==================== design 1
Design 1, metal 3:
Bar = 200 µm.
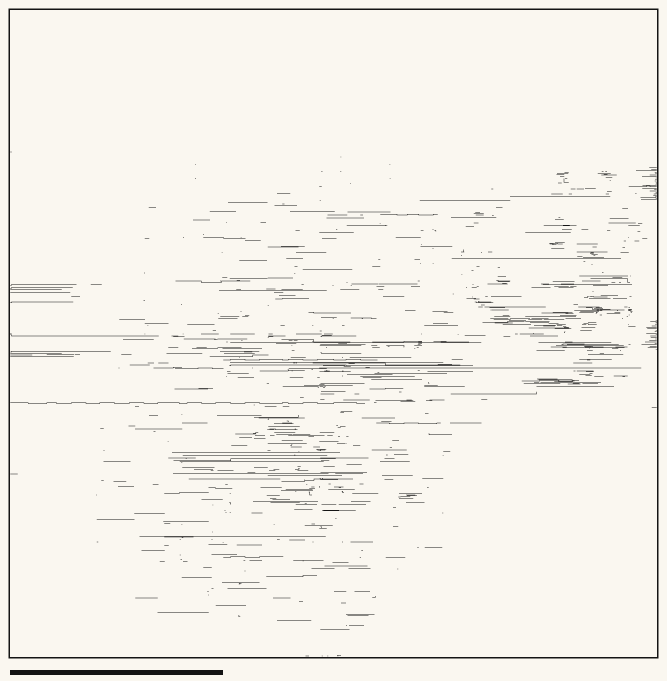

$ cat src/rtl/fir_mac_ctrl.sv
// fir_mac_ctrl
//   Time-multiplexed FIR filter controller. Each accepted sample is written
//   into a TAPS-deep circular history buffer, then TAPS products
//   c[k]*x[n-k] are accumulated through one shared multiplier, one per
//   enabled cycle. The sum is rounded, shifted right by SHIFT and saturated
//   to DW bits.
//
// Ports
//   i_clk        clock, rising edge
//   i_rst        asynchronous active-high reset
//   i_en         clock enable; low freezes all state
//   i_valid      input sample offered
//   o_ready      sample can be accepted this cycle (IDLE and enabled)
//   i_data       signed input sample (DW)
//   o_coef_addr  coefficient ROM address (log2 TAPS)
//   i_coef       signed Q1.15 coefficient, valid one cycle after its address
//   o_valid      one-cycle pulse, o_data updated
//   o_data       signed filtered sample (DW)
//   o_busy       high whenever the controller is not IDLE
module fir_mac_ctrl #(
    parameter int TAPS  = 64,
    parameter int DW    = 24,
    parameter int CW    = 16,
    parameter int SHIFT = 15
) (
    input  logic                    i_clk,
    input  logic                    i_rst,
    input  logic                    i_en,
    input  logic                    i_valid,
    output logic                    o_ready,
    input  logic signed [DW-1:0]    i_data,
    output logic [$clog2(TAPS)-1:0] o_coef_addr,
    input  logic signed [CW-1:0]    i_coef,
    output logic                    o_valid,
    output logic signed [DW-1:0]    o_data,
    output logic                    o_busy
);

    localparam int AW   = $clog2(TAPS);
    localparam int PW   = DW + CW;
    localparam int ACCW = DW + CW + AW;

    localparam logic [1:0] S_IDLE  = 2'd0;
    localparam logic [1:0] S_MAC   = 2'd1;
    localparam logic [1:0] S_FLUSH = 2'd2;
    localparam logic [1:0] S_OUT   = 2'd3;

    localparam logic signed [ACCW-1:0] RND = ACCW'(1) << (SHIFT - 1);

    logic [1:0]             state;
    logic [AW-1:0]          wr_ptr;
    logic [AW-1:0]          k;
    logic signed [DW-1:0]   sbuf [TAPS];
    logic signed [DW-1:0]   sample_q;
    logic                   p_valid;
    logic signed [ACCW-1:0] acc;
    logic                   valid_q;
    logic                   en_q;
    logic signed [CW-1:0]   coef_hold;

    logic signed [CW-1:0]   coef_use;
    logic signed [PW-1:0]   prod;
    logic signed [ACCW-1:0] rounded;
    logic signed [ACCW-1:0] shifted;
    logic signed [DW-1:0]   sat_val;

    // The coefficient for a pending product appears on i_coef in the cycle
    // right after the enabled edge that issued its address. If the next edge
    // is disabled, the ROM may move on to the following address, so that
    // value is captured and used once the enable returns.
    always_comb begin
        coef_use = en_q ? i_coef : coef_hold;
        prod     = PW'(sample_q) * PW'(coef_use);
        rounded  = acc + RND;
        shifted  = rounded >>> SHIFT;
        if (shifted[ACCW-1:DW-1] == {(ACCW-DW+1){shifted[ACCW-1]}})
            sat_val = shifted[DW-1:0];
        else if (shifted[ACCW-1])
            sat_val = {1'b1, {(DW-1){1'b0}}};
        else
            sat_val = {1'b0, {(DW-1){1'b1}}};
    end

    always_ff @(posedge i_clk or posedge i_rst) begin
        if (i_rst) begin
            state     <= S_IDLE;
            wr_ptr    <= '0;
            k         <= '0;
            sample_q  <= '0;
            p_valid   <= 1'b0;
            acc       <= '0;
            valid_q   <= 1'b0;
            en_q      <= 1'b0;
            coef_hold <= '0;
            o_data    <= '0;
            for (int unsigned i = 0; i < TAPS; i++)
                sbuf[i] <= '0;
        end else begin
            en_q    <= i_en;
            if (en_q)
                coef_hold <= i_coef;
            valid_q <= 1'b0;
            if (i_en) begin
                p_valid <= 1'b0;
                if (p_valid)
                    acc <= acc + ACCW'(prod);
                case (state)
                    S_IDLE: begin
                        if (i_valid) begin
                            sbuf[wr_ptr] <= i_data;
                            acc          <= '0;
                            state        <= S_MAC;
                        end
                    end
                    S_MAC: begin
                        sample_q <= sbuf[wr_ptr - k];
                        p_valid  <= 1'b1;
                        if (k == AW'(TAPS - 1)) begin
                            k     <= '0;
                            state <= S_FLUSH;
                        end else begin
                            k <= k + AW'(1);
                        end
                    end
                    S_FLUSH: state <= S_OUT;
                    default: begin
                        o_data  <= sat_val;
                        valid_q <= 1'b1;
                        wr_ptr  <= wr_ptr + AW'(1);
                        state   <= S_IDLE;
                    end
                endcase
            end
        end
    end

    assign o_ready     = (state == S_IDLE) && i_en && !i_rst;
    assign o_valid     = valid_q && i_en;
    assign o_busy      = (state != S_IDLE);
    assign o_coef_addr = k;

endmodule
$ cat config.mk
export PLATFORM = sky130hd
export DESIGN_NAME = fir_mac_ctrl
export DESIGN_NICKNAME = d
export VERILOG_FILES = /design/src/rtl/fir_mac_ctrl.sv
export SDC_FILE = /design/constraint.sdc
export NUM_CORES = 2
export LEC_CHECK = 0
export ABC_AREA = 0
export CAP_MARGIN = 20
export CORE_MARGIN = 1
export CORE_UTILIZATION = 25
export CTS_BUF_LIST = sky130_fd_sc_hd__clkbuf_16
export DETAILED_ROUTE_END_ITERATION = 10
export GPL_TIMING_DRIVEN = 1
export SKIP_LAST_GASP = 1
export SLEW_MARGIN = 20
export SYNTH_ARGS = -nofsm -noshare
export SYNTH_HDL_FRONTEND = slang
export SYNTH_SLANG_ARGS = --single-unit
export TNS_END_PERCENT = 10
$ cat constraint.sdc
create_clock -name i_clk -period 69.5 [get_ports i_clk]
set_input_delay 13.9 -clock i_clk [delete_from_list [all_inputs] [get_ports i_clk]]
set_output_delay 13.9 -clock i_clk [all_outputs]
set_load 0.01 [all_outputs]
==================== design 2
File: src/rtl/cu_seq.sv
// Registered RV32I/RV32M control unit with a multi-cycle sequencer for mul/div ops.
// State table:  IDLE | decode and register the bundle; launch M ops
//               BUSY | mul/div in flight, front end stalled until cnt reaches 0
module cu_seq #(
    parameter int ALUCTRL_W = 5,
    parameter bit EN_M      = 1'b1,
    parameter int MUL_LAT   = 2,
    parameter int DIV_LAT   = 33
) (
    input  logic                 clk,
    input  logic                 rst,
    input  logic                 id_valid_i,
    input  logic [6:0]           id_opcode_i,
    input  logic [2:0]           id_func3_i,
    input  logic [6:0]           id_func7_i,
    input  logic                 flush_i,
    output logic                 cu_stall_o,
    output logic                 cu_md_start_o,
    output logic                 cu_valid_o,
    output logic [ALUCTRL_W-1:0] cu_ALUctrl_o,
    output logic                 cu_regwrite_o,
    output logic                 cu_memread_o,
    output logic                 cu_memwrite_o,
    output logic                 cu_branch_o,
    output logic                 cu_jump_o,
    output logic                 cu_alusrc_o,
    output logic                 cu_illegal_o
);

    localparam int LAT_MAX = (MUL_LAT > DIV_LAT) ? MUL_LAT : DIV_LAT;
    localparam int CNT_W   = $clog2(LAT_MAX) + 1;
    localparam logic [CNT_W-1:0] MUL_LD = CNT_W'(MUL_LAT - 1);
    localparam logic [CNT_W-1:0] DIV_LD = CNT_W'(DIV_LAT - 1);

    localparam logic [6:0] OPC_OP     = 7'b0110011;
    localparam logic [6:0] OPC_IMM    = 7'b0010011;
    localparam logic [6:0] OPC_LOAD   = 7'b0000011;
    localparam logic [6:0] OPC_STORE  = 7'b0100011;
    localparam logic [6:0] OPC_BRANCH = 7'b1100011;
    localparam logic [6:0] OPC_JAL    = 7'b1101111;
    localparam logic [6:0] OPC_JALR   = 7'b1100111;
    localparam logic [6:0] OPC_LUI    = 7'b0110111;
    localparam logic [6:0] OPC_AUIPC  = 7'b0010111;

    localparam logic [6:0] F7_BASE = 7'b0000000;
    localparam logic [6:0] F7_ALT  = 7'b0100000;
    localparam logic [6:0] F7_MULD = 7'b0000001;

    localparam logic [4:0] ALU_ADD   = 5'd0;
    localparam logic [4:0] ALU_SUB   = 5'd1;
    localparam logic [4:0] ALU_SLL   = 5'd2;
    localparam logic [4:0] ALU_SLT   = 5'd3;
    localparam logic [4:0] ALU_SLTU  = 5'd4;
    localparam logic [4:0] ALU_XOR   = 5'd5;
    localparam logic [4:0] ALU_SRL   = 5'd6;
    localparam logic [4:0] ALU_SRA   = 5'd7;
    localparam logic [4:0] ALU_OR    = 5'd8;
    localparam logic [4:0] ALU_AND   = 5'd9;
    localparam logic [4:0] ALU_PASSB = 5'd10;
    localparam logic [4:0] ALU_MUL   = 5'd11;

    typedef enum logic {S_IDLE, S_BUSY} state_t;

    typedef struct packed {
        logic       valid;
        logic [4:0] alu;
        logic       regwrite;
        logic       memread;
        logic       memwrite;
        logic       branch;
        logic       jump;
        logic       alusrc;
        logic       illegal;
    } bundle_t;

    state_t           state_q, state_d;
    logic [CNT_W-1:0] cnt_q, cnt_d;
    bundle_t          bund_q, bund_d;
    bundle_t          dec;
    logic             dec_m;
    logic             stall_c, start_c;

    always_comb begin
        dec       = '0;
        dec.valid = 1'b1;
        dec.alu   = ALU_ADD;
        dec_m     = 1'b0;
        unique case (id_opcode_i)
            OPC_OP: begin
                dec.regwrite = 1'b1;
                if (id_func7_i == F7_BASE) begin
                    unique case (id_func3_i)
                        3'b000:  dec.alu = ALU_ADD;
                        3'b001:  dec.alu = ALU_SLL;
                        3'b010:  dec.alu = ALU_SLT;
                        3'b011:  dec.alu = ALU_SLTU;
                        3'b100:  dec.alu = ALU_XOR;
                        3'b101:  dec.alu = ALU_SRL;
                        3'b110:  dec.alu = ALU_OR;
                        default: dec.alu = ALU_AND;
                    endcase
                end else if (id_func7_i == F7_ALT && id_func3_i == 3'b000) begin
                    dec.alu = ALU_SUB;
                end else if (id_func7_i == F7_ALT && id_func3_i == 3'b101) begin
                    dec.alu = ALU_SRA;
                end else if (EN_M && id_func7_i == F7_MULD) begin
                    dec_m   = 1'b1;
                    dec.alu = ALU_MUL + {2'b00, id_func3_i};
                end else begin
                    dec.illegal = 1'b1;
                end
            end
            OPC_IMM: begin
                dec.regwrite = 1'b1;
                dec.alusrc   = 1'b1;
                unique case (id_func3_i)
                    3'b000: dec.alu = ALU_ADD;
                    3'b001: begin
                        dec.alu     = ALU_SLL;
                        dec.illegal = (id_func7_i != F7_BASE);
                    end
                    3'b010: dec.alu = ALU_SLT;
                    3'b011: dec.alu = ALU_SLTU;
                    3'b100: dec.alu = ALU_XOR;
                    3'b101: begin
                        if (id_func7_i == F7_BASE)     dec.alu = ALU_SRL;
                        else if (id_func7_i == F7_ALT) dec.alu = ALU_SRA;
                        else                           dec.illegal = 1'b1;
                    end
                    3'b110:  dec.alu = ALU_OR;
                    default: dec.alu = ALU_AND;
                endcase
            end
            OPC_LOAD: begin
                dec.memread  = 1'b1;
                dec.regwrite = 1'b1;
                dec.alusrc   = 1'b1;
            end
            OPC_STORE: begin
                dec.memwrite = 1'b1;
                dec.alusrc   = 1'b1;
            end
            OPC_BRANCH: begin
                dec.branch = 1'b1;
                dec.alu    = ALU_SUB;
            end
            OPC_JAL, OPC_JALR: begin
                dec.jump     = 1'b1;
                dec.regwrite = 1'b1;
            end
            OPC_LUI: begin
                dec.alu      = ALU_PASSB;
                dec.regwrite = 1'b1;
                dec.alusrc   = 1'b1;
            end
            OPC_AUIPC: begin
                dec.regwrite = 1'b1;
                dec.alusrc   = 1'b1;
            end
            default: dec.illegal = 1'b1;
        endcase
        // An illegal encoding still travels down the pipe so EX can trap on it.
        if (dec.illegal) begin
            dec         = '0;
            dec.valid   = 1'b1;
            dec.illegal = 1'b1;
            dec_m       = 1'b0;
        end
    end

    always_ff @(posedge clk or posedge rst) begin
        if (rst) begin
            state_q <= S_IDLE;
            cnt_q   <= '0;
            bund_q  <= '0;
        end else begin
            state_q <= state_d;
            cnt_q   <= cnt_d;
            bund_q  <= bund_d;
        end
    end

    always_comb begin
        state_d = state_q;
        cnt_d   = cnt_q;
        bund_d  = '0;
        stall_c = 1'b0;
        start_c = 1'b0;
        if (flush_i) begin
            state_d = S_IDLE;
            cnt_d   = '0;
        end else begin
            unique case (state_q)
                S_IDLE: begin
                    if (id_valid_i) begin
                        if (dec_m) begin
                            stall_c = 1'b1;
                            start_c = 1'b1;
                            state_d = S_BUSY;
                            cnt_d   = id_func3_i[2] ? DIV_LD : MUL_LD;
                        end else begin
                            bund_d = dec;
                        end
                    end
                end
                default: begin
                    if (cnt_q != '0) begin
                        stall_c = 1'b1;
                        cnt_d   = cnt_q - CNT_W'(1);
                    end else begin
                        // ID has held the M op throughout; it is decoded once more here.
                        bund_d  = dec;
                        state_d = S_IDLE;
                    end
                end
            endcase
        end
    end

    assign cu_stall_o    = stall_c & ~rst;
    assign cu_md_start_o = start_c & ~rst;
    assign cu_valid_o    = bund_q.valid;
    assign cu_ALUctrl_o  = ALUCTRL_W'(bund_q.alu);
    assign cu_regwrite_o = bund_q.regwrite;
    assign cu_memread_o  = bund_q.memread;
    assign cu_memwrite_o = bund_q.memwrite;
    assign cu_branch_o   = bund_q.branch;
    assign cu_jump_o     = bund_q.jump;
    assign cu_alusrc_o   = bund_q.alusrc;
    assign cu_illegal_o  = bund_q.illegal;

endmodule

File: config.mk
export PLATFORM = sky130hd
export DESIGN_NAME = cu_seq
export DESIGN_NICKNAME = d
export VERILOG_FILES = /design/src/rtl/cu_seq.sv
export SDC_FILE = /design/constraint.sdc
export NUM_CORES = 1
export LEC_CHECK = 0
export ABC_CLOCK_PERIOD_IN_PS = 3100
export CAP_MARGIN = 20
export CORE_MARGIN = 5
export CORE_UTILIZATION = 54
export CTS_BUF_LIST = sky130_fd_sc_hd__clkbuf_16
export CTS_CLUSTER_DIAMETER = 200
export DETAILED_ROUTE_END_ITERATION = 8
export GPL_TIMING_DRIVEN = 0
export PLACE_DENSITY = 0.85
export SLEW_MARGIN = 20
export SYNTH_ARGS = -nofsm -noshare
export SYNTH_HDL_FRONTEND = slang
export SYNTH_SLANG_ARGS = --single-unit
File: constraint.sdc
create_clock -name clk -period 3.1 [get_ports clk]
set_input_delay 0.62 -clock clk [delete_from_list [all_inputs] [get_ports clk]]
set_output_delay 0.62 -clock clk [all_outputs]
set_load 0.02 [all_outputs]
==================== design 3
[config.mk]
export PLATFORM = sky130hd
export DESIGN_NAME = program_counter
export DESIGN_NICKNAME = d
export VERILOG_FILES = /design/src/rtl/program_counter.sv
export SDC_FILE = /design/constraint.sdc
export NUM_CORES = 1
export LEC_CHECK = 0
export CORE_MARGIN = 2
export CORE_UTILIZATION = 45
export CTS_BUF_LIST = sky130_fd_sc_hd__clkbuf_8
export DETAILED_ROUTE_END_ITERATION = 6
export GPL_TIMING_DRIVEN = 0
export HOLD_SLACK_MARGIN = 0.06
export MAX_ROUTING_LAYER = met4
export PLACE_DENSITY = 0.75
export REMOVE_ABC_BUFFERS = 1
export SETUP_SLACK_MARGIN = 0.2
export SYNTH_ARGS = -nofsm -noshare
export SYNTH_HDL_FRONTEND = slang
export SYNTH_SLANG_ARGS = --single-unit
[constraint.sdc]
create_clock -name clk -period 2.2 [get_ports clk]
set_input_delay 0.22 -clock clk [delete_from_list [all_inputs] [get_ports clk]]
set_output_delay 0.22 -clock clk [all_outputs]
set_load 0.02 [all_outputs]
[src/rtl/program_counter.sv]
// program_counter: fetch-side PC sequencer (IDLE/RUN/DONE) with signed relative branches and a sticky wrap error.
// Latency: inputs sampled on a rising edge decide prog_ctr/state right after that edge; all outputs are registered.
// Backpressure: stall holds the PC in RUN; halt ends the program. Optional call/ret link register under PC_LINK_EN.
module program_counter #(
  parameter int           D          = 12,
  parameter logic [D-1:0] START_ADDR = '0
) (
  input  logic         clk,
  input  logic         reset,
  input  logic         start,
  input  logic         stall,
  input  logic         branch,
  input  logic [D-1:0] target,
  input  logic         halt,
`ifdef PC_LINK_EN
  input  logic         call,
  input  logic         ret,
`endif
  output logic [D-1:0] prog_ctr,
  output logic         running,
  output logic         done,
  output logic         wrap_err
);

  typedef enum logic [1:0] {IDLE, RUN, DONE} state_t;

  state_t       state, state_nxt;
  logic [D-1:0] pc_nxt;
  logic         err_nxt;
  logic [D:0]   inc_sum;
  logic [D:0]   br_sum;
  logic         br_wrap;
`ifdef PC_LINK_EN
  logic [D-1:0] link, link_nxt;
`endif

  assign inc_sum = {1'b0, prog_ctr} + {{D{1'b0}}, 1'b1};
  assign br_sum  = {1'b0, prog_ctr} + {1'b0, target};
  // Carry out without a negative offset is overflow; no carry with a negative offset is underflow.
  assign br_wrap = br_sum[D] ^ target[D-1];

  assign running = (state == RUN);
  assign done    = (state == DONE);

  always_comb begin
    state_nxt = state;
    pc_nxt    = prog_ctr;
    err_nxt   = wrap_err;
`ifdef PC_LINK_EN
    link_nxt  = link;
`endif
    case (state)
      IDLE, DONE: begin
        if (start) begin
          state_nxt = RUN;
          pc_nxt    = START_ADDR;
          err_nxt   = 1'b0;
        end
      end
      RUN: begin
        if (halt) begin
          state_nxt = DONE;
        end else if (!stall) begin
`ifdef PC_LINK_EN
          if (ret) begin
            pc_nxt = link;
          end else if (call) begin
            link_nxt = inc_sum[D-1:0];
            pc_nxt   = br_sum[D-1:0];
            err_nxt  = wrap_err | br_wrap;
          end else
`endif
          if (branch) begin
            pc_nxt  = br_sum[D-1:0];
            err_nxt = wrap_err | br_wrap;
          end else begin
            pc_nxt  = inc_sum[D-1:0];
            err_nxt = wrap_err | inc_sum[D];
          end
        end
      end
      default: state_nxt = IDLE;
    endcase
  end

  always_ff @(posedge clk or posedge reset) begin
    if (reset) begin
      state    <= IDLE;
      prog_ctr <= START_ADDR;
      wrap_err <= 1'b0;
`ifdef PC_LINK_EN
      link     <= '0;
`endif
    end else begin
      state    <= state_nxt;
      prog_ctr <= pc_nxt;
      wrap_err <= err_nxt;
`ifdef PC_LINK_EN
      link     <= link_nxt;
`endif
    end
  end

endmodule

==================== design 4
[src/rtl/rv32i_fetch_unit_if.sv]
// Fetch-stage bus bundle: instruction ROM port A, redirect request and the
// instruction/PC stream handed to decode.
interface rv32i_fetch_unit_if #(
    parameter int AWIDTH = 12
);
    logic [AWIDTH-1:0] imem_addr;
    logic [31:0]       imem_rdata;
    logic              redirect_valid;
    logic [31:0]       redirect_pc;
    logic              out_valid;
    logic              out_ready;
    logic [31:0]       out_pc;
    logic [31:0]       out_instr;
    logic              fetch_fault;

    // Fetch unit side
    modport master (
        output imem_addr, out_valid, out_pc, out_instr, fetch_fault,
        input  imem_rdata, redirect_valid, redirect_pc, out_ready
    );

    // ROM / decode / branch-resolution side
    modport slave (
        input  imem_addr, out_valid, out_pc, out_instr, fetch_fault,
        output imem_rdata, redirect_valid, redirect_pc, out_ready
    );
endinterface

[src/rtl/rv32i_fetch_unit.sv]
// RV32I instruction fetch stage: owns the PC, drives the synchronous ROM,
// and buffers {pc, instr} pairs in a 2-entry skid FIFO toward decode.
//
// state | meaning
// ------+---------------------------------------------------------------
// RUN   | normal fetch; redirects flush and restart from the target
// HALT  | misaligned redirect seen; no issue/push, left only via rst_n
module rv32i_fetch_unit #(
    parameter int          AWIDTH   = 12,
    parameter logic [31:0] RESET_PC = 32'h0000_0000
) (
    input logic               clk,
    input logic               rst_n,
    rv32i_fetch_unit_if.master bus
);
    typedef enum logic {
        RUN  = 1'b0,
        HALT = 1'b1
    } state_t;

    state_t      state_q, state_d;
    logic [31:0] fetch_pc_q;
    logic [31:0] tag_q;
    logic        inflight_q;
    logic        fault_q;

    logic [31:0] fifo_pc_q    [2];
    logic [31:0] fifo_instr_q [2];
    logic [1:0]  cnt_q;

    logic        pop;
    logic        push;
    logic        flush;
    logic        issue;
    logic        redir_ok;
    logic        redir_bad;
    logic [31:0] issue_pc;
    logic [2:0]  occupancy;
    logic [1:0]  wr_idx;

    assign bus.out_valid   = (cnt_q != 2'd0);
    assign bus.out_pc      = fifo_pc_q[0];
    assign bus.out_instr   = fifo_instr_q[0];
    assign bus.fetch_fault = fault_q;
    // The redirect target is put on the ROM address in the same cycle so the
    // target instruction comes back one cycle later with no bubble beyond N+1.
    assign bus.imem_addr   = bus.redirect_valid ? bus.redirect_pc[AWIDTH+1:2]
                                                : fetch_pc_q[AWIDTH+1:2];

    // Next state and per-cycle fetch control
    always_comb begin
        state_d   = state_q;
        redir_ok  = 1'b0;
        redir_bad = 1'b0;
        flush     = 1'b0;
        issue     = 1'b0;
        push      = 1'b0;
        issue_pc  = fetch_pc_q;
        pop       = bus.out_valid & bus.out_ready;
        // Entries held plus the one still coming back from the ROM, after
        // this cycle's pop; an issue may only claim a free slot.
        occupancy = {1'b0, cnt_q} + {2'b00, inflight_q} - {2'b00, pop};
        case (state_q)
            RUN: begin
                if (bus.redirect_valid) begin
                    flush = 1'b1;
                    if (bus.redirect_pc[1:0] == 2'b00) begin
                        redir_ok = 1'b1;
                        issue    = 1'b1;
                        issue_pc = bus.redirect_pc;
                    end else begin
                        redir_bad = 1'b1;
                        state_d   = HALT;
                    end
                end else begin
                    push  = inflight_q;
                    issue = (occupancy < 3'd2);
                end
            end
            HALT: begin
                state_d = HALT;
            end
            default: begin
                state_d = HALT;
            end
        endcase
    end

    // FSM state register
    always_ff @(posedge clk or negedge rst_n) begin
        if (!rst_n) begin
            state_q <= RUN;
        end else begin
            state_q <= state_d;
        end
    end

    // PC, in-flight tag and sticky fault
    always_ff @(posedge clk or negedge rst_n) begin
        if (!rst_n) begin
            fetch_pc_q <= RESET_PC;
            tag_q      <= 32'h0;
            inflight_q <= 1'b0;
            fault_q    <= 1'b0;
        end else begin
            inflight_q <= issue;
            if (issue) begin
                fetch_pc_q <= issue_pc + 32'd4;
                tag_q      <= issue_pc;
            end
            if (redir_bad) begin
                fault_q <= 1'b1;
            end
        end
    end

    // A pop shifts entry 1 to the head, so the push lands at cnt - pop.
    assign wr_idx = cnt_q - {1'b0, pop};

    // Skid FIFO: shift-to-head storage so out_* read entry 0 directly
    always_ff @(posedge clk or negedge rst_n) begin
        if (!rst_n) begin
            cnt_q           <= 2'd0;
            fifo_pc_q[0]    <= 32'h0;
            fifo_pc_q[1]    <= 32'h0;
            fifo_instr_q[0] <= 32'h0;
            fifo_instr_q[1] <= 32'h0;
        end else if (flush) begin
            cnt_q <= 2'd0;
        end else begin
            if (pop) begin
                fifo_pc_q[0]    <= fifo_pc_q[1];
                fifo_instr_q[0] <= fifo_instr_q[1];
            end
            if (push) begin
                if (wr_idx == 2'd0) begin
                    fifo_pc_q[0]    <= tag_q;
                    fifo_instr_q[0] <= bus.imem_rdata;
                end else begin
                    fifo_pc_q[1]    <= tag_q;
                    fifo_instr_q[1] <= bus.imem_rdata;
                end
            end
            cnt_q <= cnt_q + {1'b0, push} - {1'b0, pop};
        end
    end
endmodule

[src/flat_wrapper.sv]
// flat-port wrapper written by rule: the top's interface ports become plain ports
module rv32i_fetch_unit_flat 
#(
    parameter int          AWIDTH   = 12,
    parameter logic [31:0] RESET_PC = 32'h0000_0000
)
  (clk, rst_n, bus_imem_addr, bus_out_valid, bus_out_pc, bus_out_instr, bus_fetch_fault, bus_imem_rdata, bus_redirect_valid, bus_redirect_pc, bus_out_ready);
  rv32i_fetch_unit_if #(.AWIDTH(AWIDTH)) bus_i ();
  input logic clk;
  input logic rst_n;
  output wire logic [$bits(bus_i.imem_addr)-1:0] bus_imem_addr;
  output wire logic [$bits(bus_i.out_valid)-1:0] bus_out_valid;
  output wire logic [$bits(bus_i.out_pc)-1:0] bus_out_pc;
  output wire logic [$bits(bus_i.out_instr)-1:0] bus_out_instr;
  output wire logic [$bits(bus_i.fetch_fault)-1:0] bus_fetch_fault;
  input wire logic [$bits(bus_i.imem_rdata)-1:0] bus_imem_rdata;
  input wire logic [$bits(bus_i.redirect_valid)-1:0] bus_redirect_valid;
  input wire logic [$bits(bus_i.redirect_pc)-1:0] bus_redirect_pc;
  input wire logic [$bits(bus_i.out_ready)-1:0] bus_out_ready;
  assign bus_imem_addr = bus_i.imem_addr;
  assign bus_out_valid = bus_i.out_valid;
  assign bus_out_pc = bus_i.out_pc;
  assign bus_out_instr = bus_i.out_instr;
  assign bus_fetch_fault = bus_i.fetch_fault;
  assign bus_i.imem_rdata = bus_imem_rdata;
  assign bus_i.redirect_valid = bus_redirect_valid;
  assign bus_i.redirect_pc = bus_redirect_pc;
  assign bus_i.out_ready = bus_out_ready;
  rv32i_fetch_unit #(.AWIDTH(AWIDTH), .RESET_PC(RESET_PC)) u_core (.clk(clk), .rst_n(rst_n), .bus(bus_i));
endmodule
[config.mk]
export PLATFORM = sky130hd
export DESIGN_NAME = rv32i_fetch_unit_flat
export DESIGN_NICKNAME = d
export VERILOG_FILES = /design/src/rtl/rv32i_fetch_unit_if.sv /design/src/rtl/rv32i_fetch_unit.sv /design/src/flat_wrapper.sv
export SDC_FILE = /design/constraint.sdc
export NUM_CORES = 1
export LEC_CHECK = 0
export CAP_MARGIN = 20
export CORE_AREA = 2 2 131 146
export DETAILED_ROUTE_END_ITERATION = 10
export DIE_AREA = 0 0 133 148
export GPL_TIMING_DRIVEN = 0
export PLACE_DENSITY = 0.89
export SLEW_MARGIN = 20
export SYNTH_ARGS = -nofsm -noshare
export SYNTH_HDL_FRONTEND = slang
export SYNTH_SLANG_ARGS = --single-unit
export TNS_END_PERCENT = 20
[constraint.sdc]
create_clock -name clk -period 4.8 [get_ports clk]
set_clock_uncertainty 0.2 [all_clocks]
set_input_delay 0.72 -clock clk [delete_from_list [all_inputs] [get_ports clk]]
set_output_delay 0.72 -clock clk [all_outputs]
set_load 0.03 [all_outputs]
Design 1, placement density heat map:
30 x 30 tiles, from white (low) to dark blue (high), 0 to 100% covered.
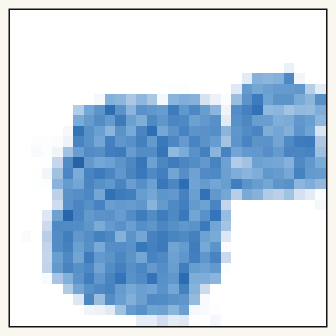
mean over tiles: 27%
tiles over 75% full: 0.40%
nearly empty tiles: 49%
emptiest ninth of the die: south-east
densest ninth of the die: centre
fp util: 0.2518
Final Util: 0.2854

Design 1, placed cells, one colour a class:
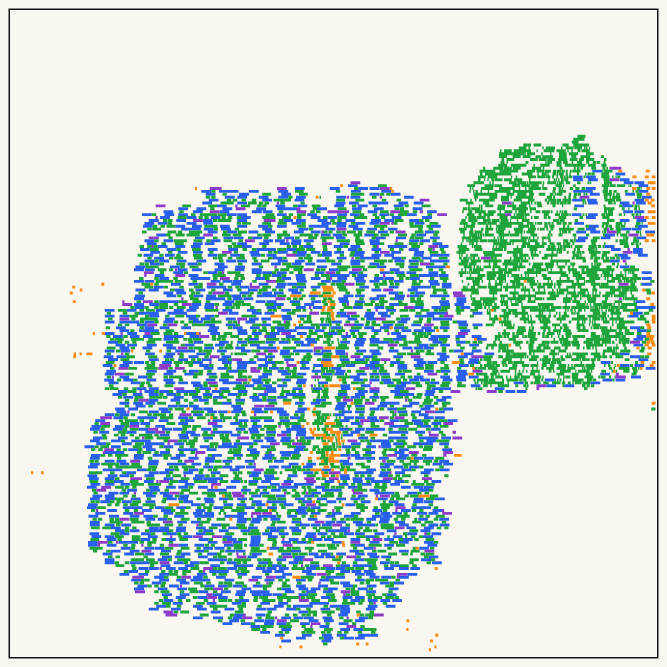
[orange] remaining buffers and delay cells | cells: 219 | share of their area: 2.3%
[purple] clock drivers and dummy loads | cells: 326 | share of their area: 5.8%
[blue] sequential cells | cells: 1663 | share of their area: 43%
[green] combinational and other logic | cells: 4325 | share of their area: 49%
Post-Layout Inst Area: 103600 µm²
sequential cell area share: 0.4017
Core Area: 363100 µm²

## Picture notes: 'metal 3' of design 1
nets with wire on the layer: 395
share of all routed wire: 5.5%
main direction: horizontal
met3 GRT Util: 0.02439
Vias: 53240
Total Wirelength: 241500 µm

==> reports/qor.yml, design 1 <==
outcome:
  outcome: "completed"
critical_path:
  r2r.worst_path.cells: 21
  crit_type: "in2out"
  cp-end-kind: "output port"
  worst-path-max-fanout: 88
  r2r_setup_slack_ns: 61.61
  r2r-start: "en_q"
logic_synthesis:
  yosysMostFrequentCell: "dfrtp_1"
  synthMuxAreaShare: 0.3154
cts:
  cts_hold_buf: 0
  clock_path_buffers: 4
  cts_tree: "yes"
cells_and_area:
  lay_top_cells: "dfrtp_1 (1663), mux2_2 (1574), inv_1 (539)"
  layout.cells.non_filler: 11330
timing:
  setup-violations-final: 0
  tns_ns: 0
  rsz0062_at_grt: "no"
hold_path:
  hp-start: "o_data[23]"
  hold_depth: 1
floorplan:
  die-area_um2: 368000
  fp.dieW_um: 606.7
flow_run:
  maxCapViolations: 0
detailed_routing:
  met1_length_um: 104100
  viasPerCell: 4.700
  drt_iter0_drc: 3611
global_routing:
  grt_usage: 0.1324
power_and_ir_drop:
  cellPowerDensity_nw_per_um2: 40.94
-- design 1: power by group --
| part | internal, mW | total [mW] | leakage (nW) | switching, mW |
|---|---|---|---|---|
| registers | 1.04 | 1.11 | 23.0 | 0.0654 |
| logic | 0.878 | 2.20 | 22.9 | 1.32 |
| clock network | 0.529 | 0.934 | 2.92 | 0.405 |
| total | 2.45 | 4.24 | 48.8 | 1.79 |
-- design 1: area by class of cell --
cell class	count	area [µm²]	share of cell area
inverters	503	1896	0.01830
well taps	4794	5998	0.05790
multi-input cells	3822	46200	0.4459
flip-flops and latches	1663	41610	0.4017
diodes	2	5.005	0.00004831
clock buffers	186	4654	0.04493
repair buffers	219	2233	0.02156
clock inverters	140	1002	0.009673
-- design 1: sequential cells by signal, indices dropped and copies added, names as in the netlist --
signal / flops
acc: 46
coef_hold: 16
en_q: 1
o_coef_addr: 6
o_data: 24
p_valid: 1
sample_q: 24
sbuf: 1536
state: 2
valid_q: 1
wr_ptr: 6
-- design 1: worst max-delay path: cells and delay by family --
family | cells | cell delay (ns)
and+or+nand+nor | 1 | 0.26
buffers and inverters | 3 | 1.41
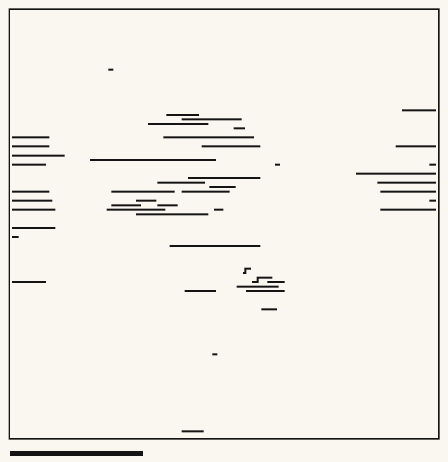
Design 2: metal 3
Bar = 20 µm.
nets with wire on the layer: 42
wire length on this layer: 273 µm
share of all routed wire: 6.8%
met3 GRT Util: 0.02102
Total Wirelength: 4003 µm
Vias: 1570

==> reports/qor.yml, design 2 <==
outcome:
  outcome: "completed"
timing:
  fin_ws_ns: 0.1088
  finClkSkew_ns: 0.006027
detailed_routing:
  ant_nets: 0
  dr.pass1.iters: 4
  wl_per_cell_um: 15.88
logic_synthesis:
  yosysCellCount: 181
  syn_area_um2: 1598
  synth.distinct_cells: 51
  ys.flops: 21
floorplan:
  fp-utilization: 0.5696
  core.rowCount: 19
power_and_ir_drop:
  p_leak_nw: 0.8601
  cellPowerDensity_nw_per_um2: 312.2
cells_and_area:
  fin_area_um2: 2092
  drive_gt1_frac: 0.1403
  antenna_cells: 0
  layout_top_cell: "clkdlybuf4s50_1"
placement:
  dp.cells: 246
  numPortBuffers: 34
critical_path:
  cp-end-kind: "output port"
  worst-endpoint-arrival_ns: 2.37
cts:
  htree_num_levels: 1
  cts_tree: "yes"
  cts_made_buffers: 3
-- design 2: per-layer routing --
layer | GRT usage | part of all wire | vias up
li1 | - | - | 747
met1 | 0.2554 | 0.41 | 742
met2 | 0.3479 | 0.49 | 71
met3 | 0.02102 | 0.068 | 10
met4 | 0.1108 | 0.025 | 0
met5 | 0 | 0 | -
-- design 2: registers in the layout, indices dropped and copies added (netlist names) --
register / count
cu_jump_o: 1
cnt_q: 7
state_q: 1
cu_valid_o: 1
cu_memwrite_o: 1
cu_illegal_o: 1
cu_branch_o: 1
cu_ALUctrl_o: 5
cu_memread_o: 1
cu_alusrc_o: 1
cu_regwrite_o: 1
-- design 2: area by class of cell --
class / count / area (µm²)
Buffer: 7 / 42.54
Multi-Input combinational cell: 141 / 1008
Tap cell: 31 / 38.79
Clock buffer: 3 / 75.07
Clock inverter: 1 / 5.005
Timing Repair Buffer: 36 / 351.6
Fill cell: 215 / 713.2
Inverter: 12 / 45.04
Sequential cell: 21 / 525.5
-- design 2: power by group --
part	internal, mW	switching [mW]	total, mW
Clock	0.173	0.0963	0.269
Sequential	0.276	0.000409	0.276
Combinational	0.0459	0.0618	0.108
Design 3, placed cells, one colour a class:
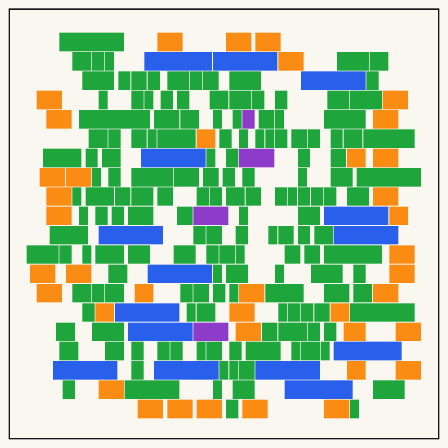
[blue] sequential cells | cells: 15 | share of their area: 19%
[purple] clock drivers and dummy loads | cells: 4 | share of their area: 2.3%
[green] combinational and other logic | cells: 161 | share of their area: 60%
[orange] remaining buffers and delay cells | cells: 39 | share of their area: 19%
Post-Layout Inst Area: 2032 µm²
Final Util: 0.6711
Std-Cell Rows: 20
sequential cell area share: 0.1866
Core Area: 3028 µm²

Design 3, metal 3:
Bar = 20 µm.
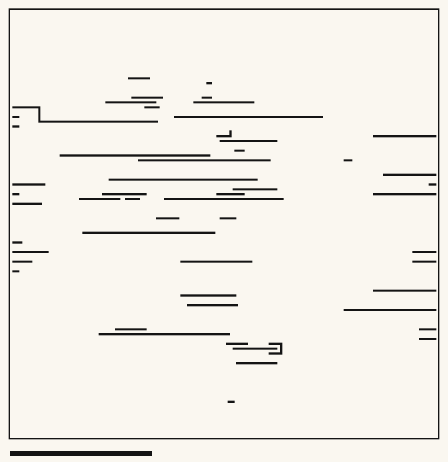
share of all routed wire: 7.7%
main direction: horizontal
wire length on this layer: 346 µm
longest straight run: 20.9 µm
nets with wire on the layer: 46
met3 GRT Util: 0.04113
Total Wirelength: 4498 µm

==> reports/qor.yml, design 3 <==
outcome:
  outcome: "completed"
cells_and_area:
  layout.nonclk_buf_frac: 0.1829
  drive_gt1_frac: 0.1553
  comb_area_frac: 0.5640
  lay_top_cells: "clkdlybuf4s50_1 (31), o21ai_0 (17), nand2_1 (13), a21oi_1 (13), dfrtp_1 (12)"
  n_clock_buffer: 3
  layout_top_cell: "clkdlybuf4s50_1"
  logic_gate_count: 152
  largest_class: "combinational gates"
  comb_area_um2: 1146
detailed_routing:
  dr.pass1.iters: 4
  drt_iter0_drc: 131
  met3WireLength_um: 345
  wl_per_cell_um: 17.10
power_and_ir_drop:
  maxPowerGroup: "combinational cells"
  p_sw_mw: 0.6405
  pg_clk_mw: 0.239
  p_seq_mw: 0.424
  p_int_mw: 0.8254
critical_path:
  worst-path-max-fanout: 3
  cp-end-kind: "flip-flop"
  worstSetupStartpoint: "prog_ctr[0]"
  crit_type: "reg2reg"
  cp-start-kind: "flip-flop"
timing:
  tns_ns: 0
  rsz0062_at_grt: "yes"
  slew_headroom: 0.5956
  finClkSkew_ns: 0.002195
  finalCriticalPeriod_ns: 2.190
  drv_slew: 0
  final_hold_viol_count: 0
  worst_slew_pin_slew_ns: 0.6059
placement:
  gp_congestion: 0.9173
cts:
  cts_root_buf: "clkbuf_8"
  htree_num_levels: 1
logic_synthesis:
  yosysCellCount: 178
  syn_inst: 178
floorplan:
  die-area_um2: 3633
global_routing:
  grt_pass1_vias: 1504
  grt_overflow: 0
flow_run:
  maxCapViolations: 0
[design 3: Yosys cell counts, types with 2 or more instances]
master,instances
a211oi_1,2
dfrtp_1,15
nand4_1,4
a21oi_1,15
nor4_1,3
nand2b_1,2
nor3_1,10
nand3_1,8
a31oi_1,4
ha_1,13
o21ai_0,21
a22oi_1,2
xnor2_1,3
nand2_1,14
and3_1,5
nor2_1,10
o31ai_1,4
a21o_1,3
xor2_1,4
o21a_1,3
inv_1,9
[design 3: cell families after synthesis]
group                      after synthesis
AOI/OAI and AO/OA                       67
and+or+nand+nor                         63
DFF                                     15
adders and majority gates               14
buffers and inverters                   11
xor gates and xnor gates                 7
muxes                                    1
[design 3: registers in the layout, summed over array words and instances (netlist names)]
name	cells
prog_ctr	12
state	2
wrap_err	1
[design 3: worst register-to-register path: cells and delay by family (launching register included)]
kind | cells | cell delay, ns
AND-OR/OR-AND | 2 | 0.60
adder cells (fa/ha/maj) | 2 | 0.55
AND/OR/NAND/NOR | 3 | 0.54
flip-flops | 1 | 0.43
[design 3: timing repair]
item	4_1_cts	5_1_grt
setup buffers	4	3
gates resized	16	19
setup endpoints to repair	9	8
pin swaps	14	5
Design 4, placed cells, one colour a class:
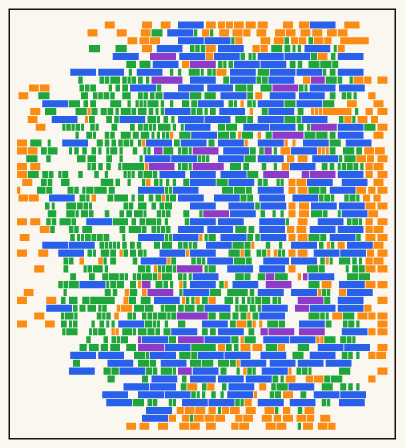
[blue] sequential cells | cells: 195 | share of their area: 41%
[purple] clock drivers and dummy loads | cells: 32 | share of their area: 5.4%
[orange] remaining buffers and delay cells | cells: 271 | share of their area: 19%
[green] combinational and other logic | cells: 682 | share of their area: 35%
Final Util: 0.6770
Core Area: 18150 µm²
sequential cell area share: 0.3971
Std-Cell Rows: 52

==> reports/qor.yml, design 4 <==
outcome:
  outcome: "finished with violations"
  violations: "hold timing"
logic_synthesis:
  yosys.area_share.aoi: 0.1605
  area_leaders: "dfrtp_1 (50%), mux2_2 (9.0%), a21oi_1 (5.3%), buf_4 (5.0%), nor2_1 (4.9%)"
  yosysCellCount: 1006
  yosys-top-cells-count: "dfrtp_1 (195), nor2_1 (128), a21oi_1 (104)"
  avgSynthCellArea_um2: 9.786
  largest_area_cell: "dfrtp_1"
power_and_ir_drop:
  cellPowerDensity_nw_per_um2: 378.6
  p_total_mw: 4.653
  p_seq_mw: 1.99
global_routing:
  grt_usage: 0.2739
  antenna_found_initial: 0
  grt_max_degree: 91
timing:
  drv_slew: 0
  fin_hold_ws_ns: -0.01164
  worst_slew_pin_slew_ns: 1.077
  final_hold_viol_count: 6
floorplan:
  fp.dieW_um: 133
  die-area_um2: 19680
critical_path:
  crit_type: "in2reg"
  path_buffers: 3
  r2r_setup_slack_ns: 0.61
  r2r_end: "u_core.fetch_pc_q[26]"
  worst-path-max-fanout: 19
  worst-endpoint-arrival_ns: 4.68
  worst_ep_required_time_ns: 4.97
cells_and_area:
  lay_top_cells: "dfrtp_1 (195), clkdlybuf4s50_1 (142), nor2_1 (128)"
flow_run:
  warnings: 26
cts:
  clock_sinks: 195
  post_cts_resized: 4
placement:
  post-place-ws_ns: -0.7256
design 4: flip-flops by register name, summed over array words and instances, names as in the netlist, 2 cells and up:
name and count:
u_core.fetch_pc_q 30, u_core.bus.out_pc 32, u_core.bus.out_instr 32, u_core.tag_q 32
u_core.fifo_instr_q 32, u_core.fifo_pc_q 32, u_core.cnt_q 2
design 4: stage by stage:
step | std cells | utilization
final | 1423 | 0.6770
after global routing | 1423 | 0.6770
after CTS | 1425 | 0.6772
after detailed placement | 1394 | 0.6412
after global placement | 1392 | 0.6379
after floorplan | 1006 | -
design 4: area by class of cell:
cell class / count / area, µm² / share of cell area
clock inverters: 11 / 173.9 / 0.01415
flip-flops and latches: 195 / 4880 / 0.3971
inverters: 5 / 18.77 / 0.001527
multi-input cells: 677 / 4215 / 0.3430
clock buffers: 21 / 470.5 / 0.03828
plain buffers: 126 / 735.7 / 0.05987
well taps: 243 / 304.0 / 0.02474
repair buffers: 145 / 1491 / 0.1214

## Gallery

Sequential cells grouped by signal name.
Plate I
Bar = 20 µm. Other sequential cells in the stronger grey, the rest of the logic in the fainter grey.
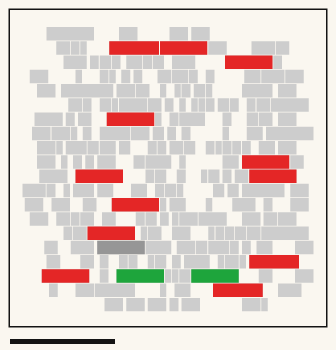
Plate II
Bar = 50 µm. Other sequential cells in the stronger grey, the rest of the logic in the fainter grey.
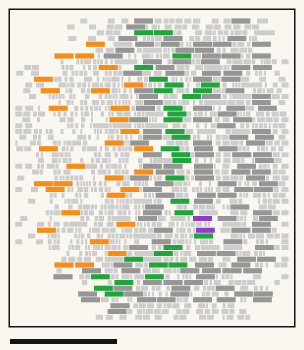
Plate III
Bar = 200 µm. Other sequential cells in the stronger grey, the rest of the logic in the fainter grey.
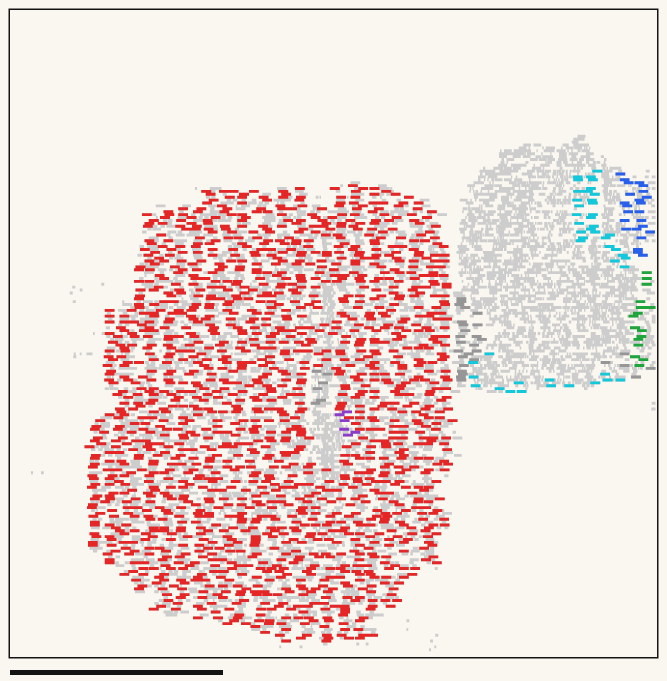
Plate IV
Bar = 20 µm. Other sequential cells in the stronger grey, the rest of the logic in the fainter grey.
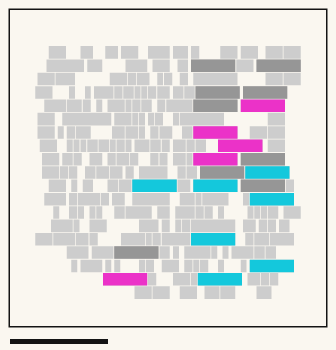
Plate III -> design 1
Plate IV -> design 2
Plate II -> design 4
Plate I -> design 3
- fewest sequential cells: Plate I
- largest die: Plate III



## Gallery

Placed standard cells.
shot_01.png
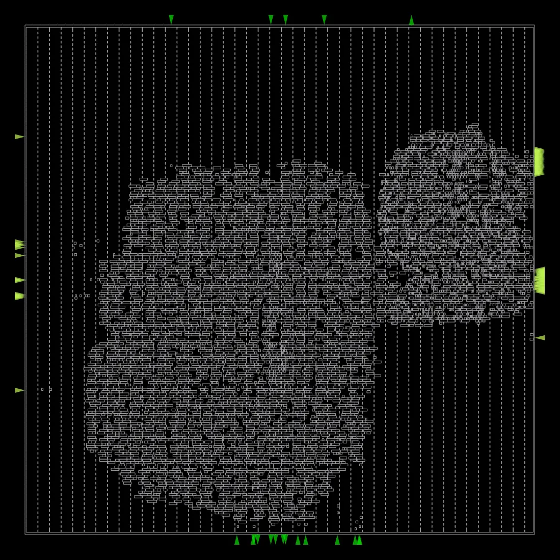
shot_02.png
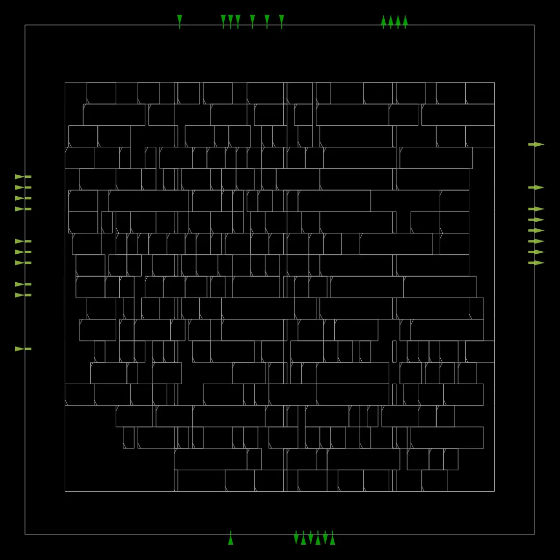
shot_03.png
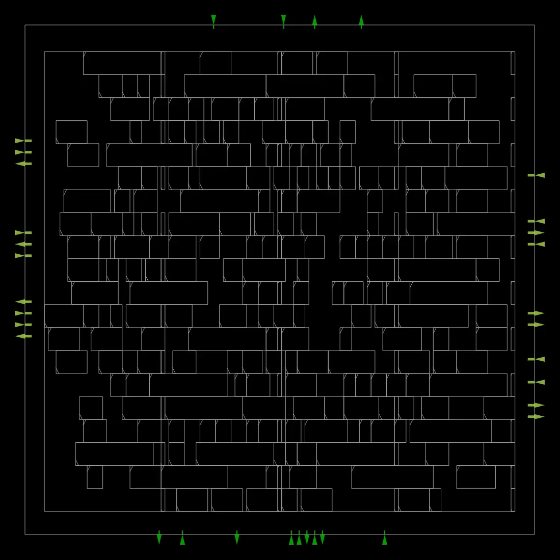
shot_04.png
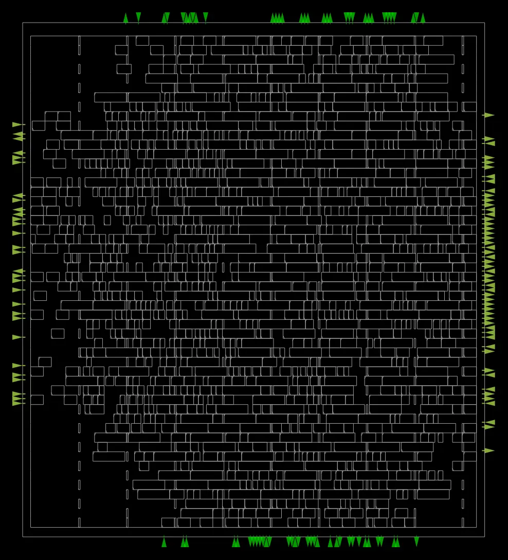
- most sequential cells: shot_01.png
| picture | from |
|---|---|
| shot_02.png | design 2 |
| shot_04.png | design 4 |
| shot_03.png | design 3 |
| shot_01.png | design 1 |


==> notes/layouts.md <==
Pictures saved along the way, in no particular order.

Placement density heat map.
panel A
13 x 15 tiles, from white (low) to dark blue (high), 0 to 100% covered.
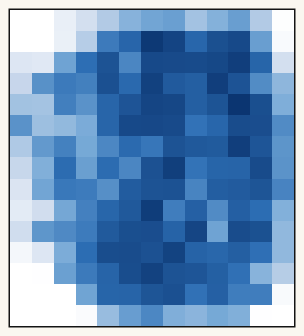
panel B
6 x 6 tiles, from white (low) to dark blue (high), 0 to 100% covered.
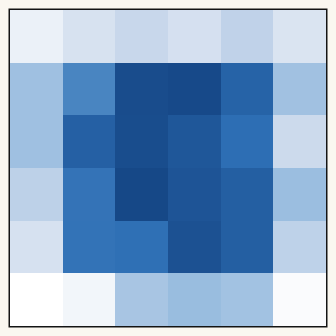
panel C
6 x 6 tiles, from white (low) to dark blue (high), 0 to 100% covered.
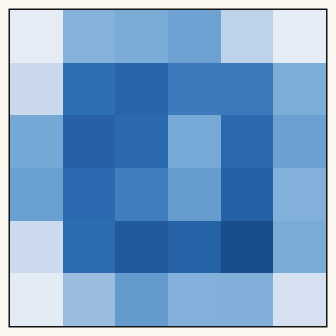
- panel B = design 2
- panel A = design 4
- panel C = design 3

Power and IR drop assume default switching activity.
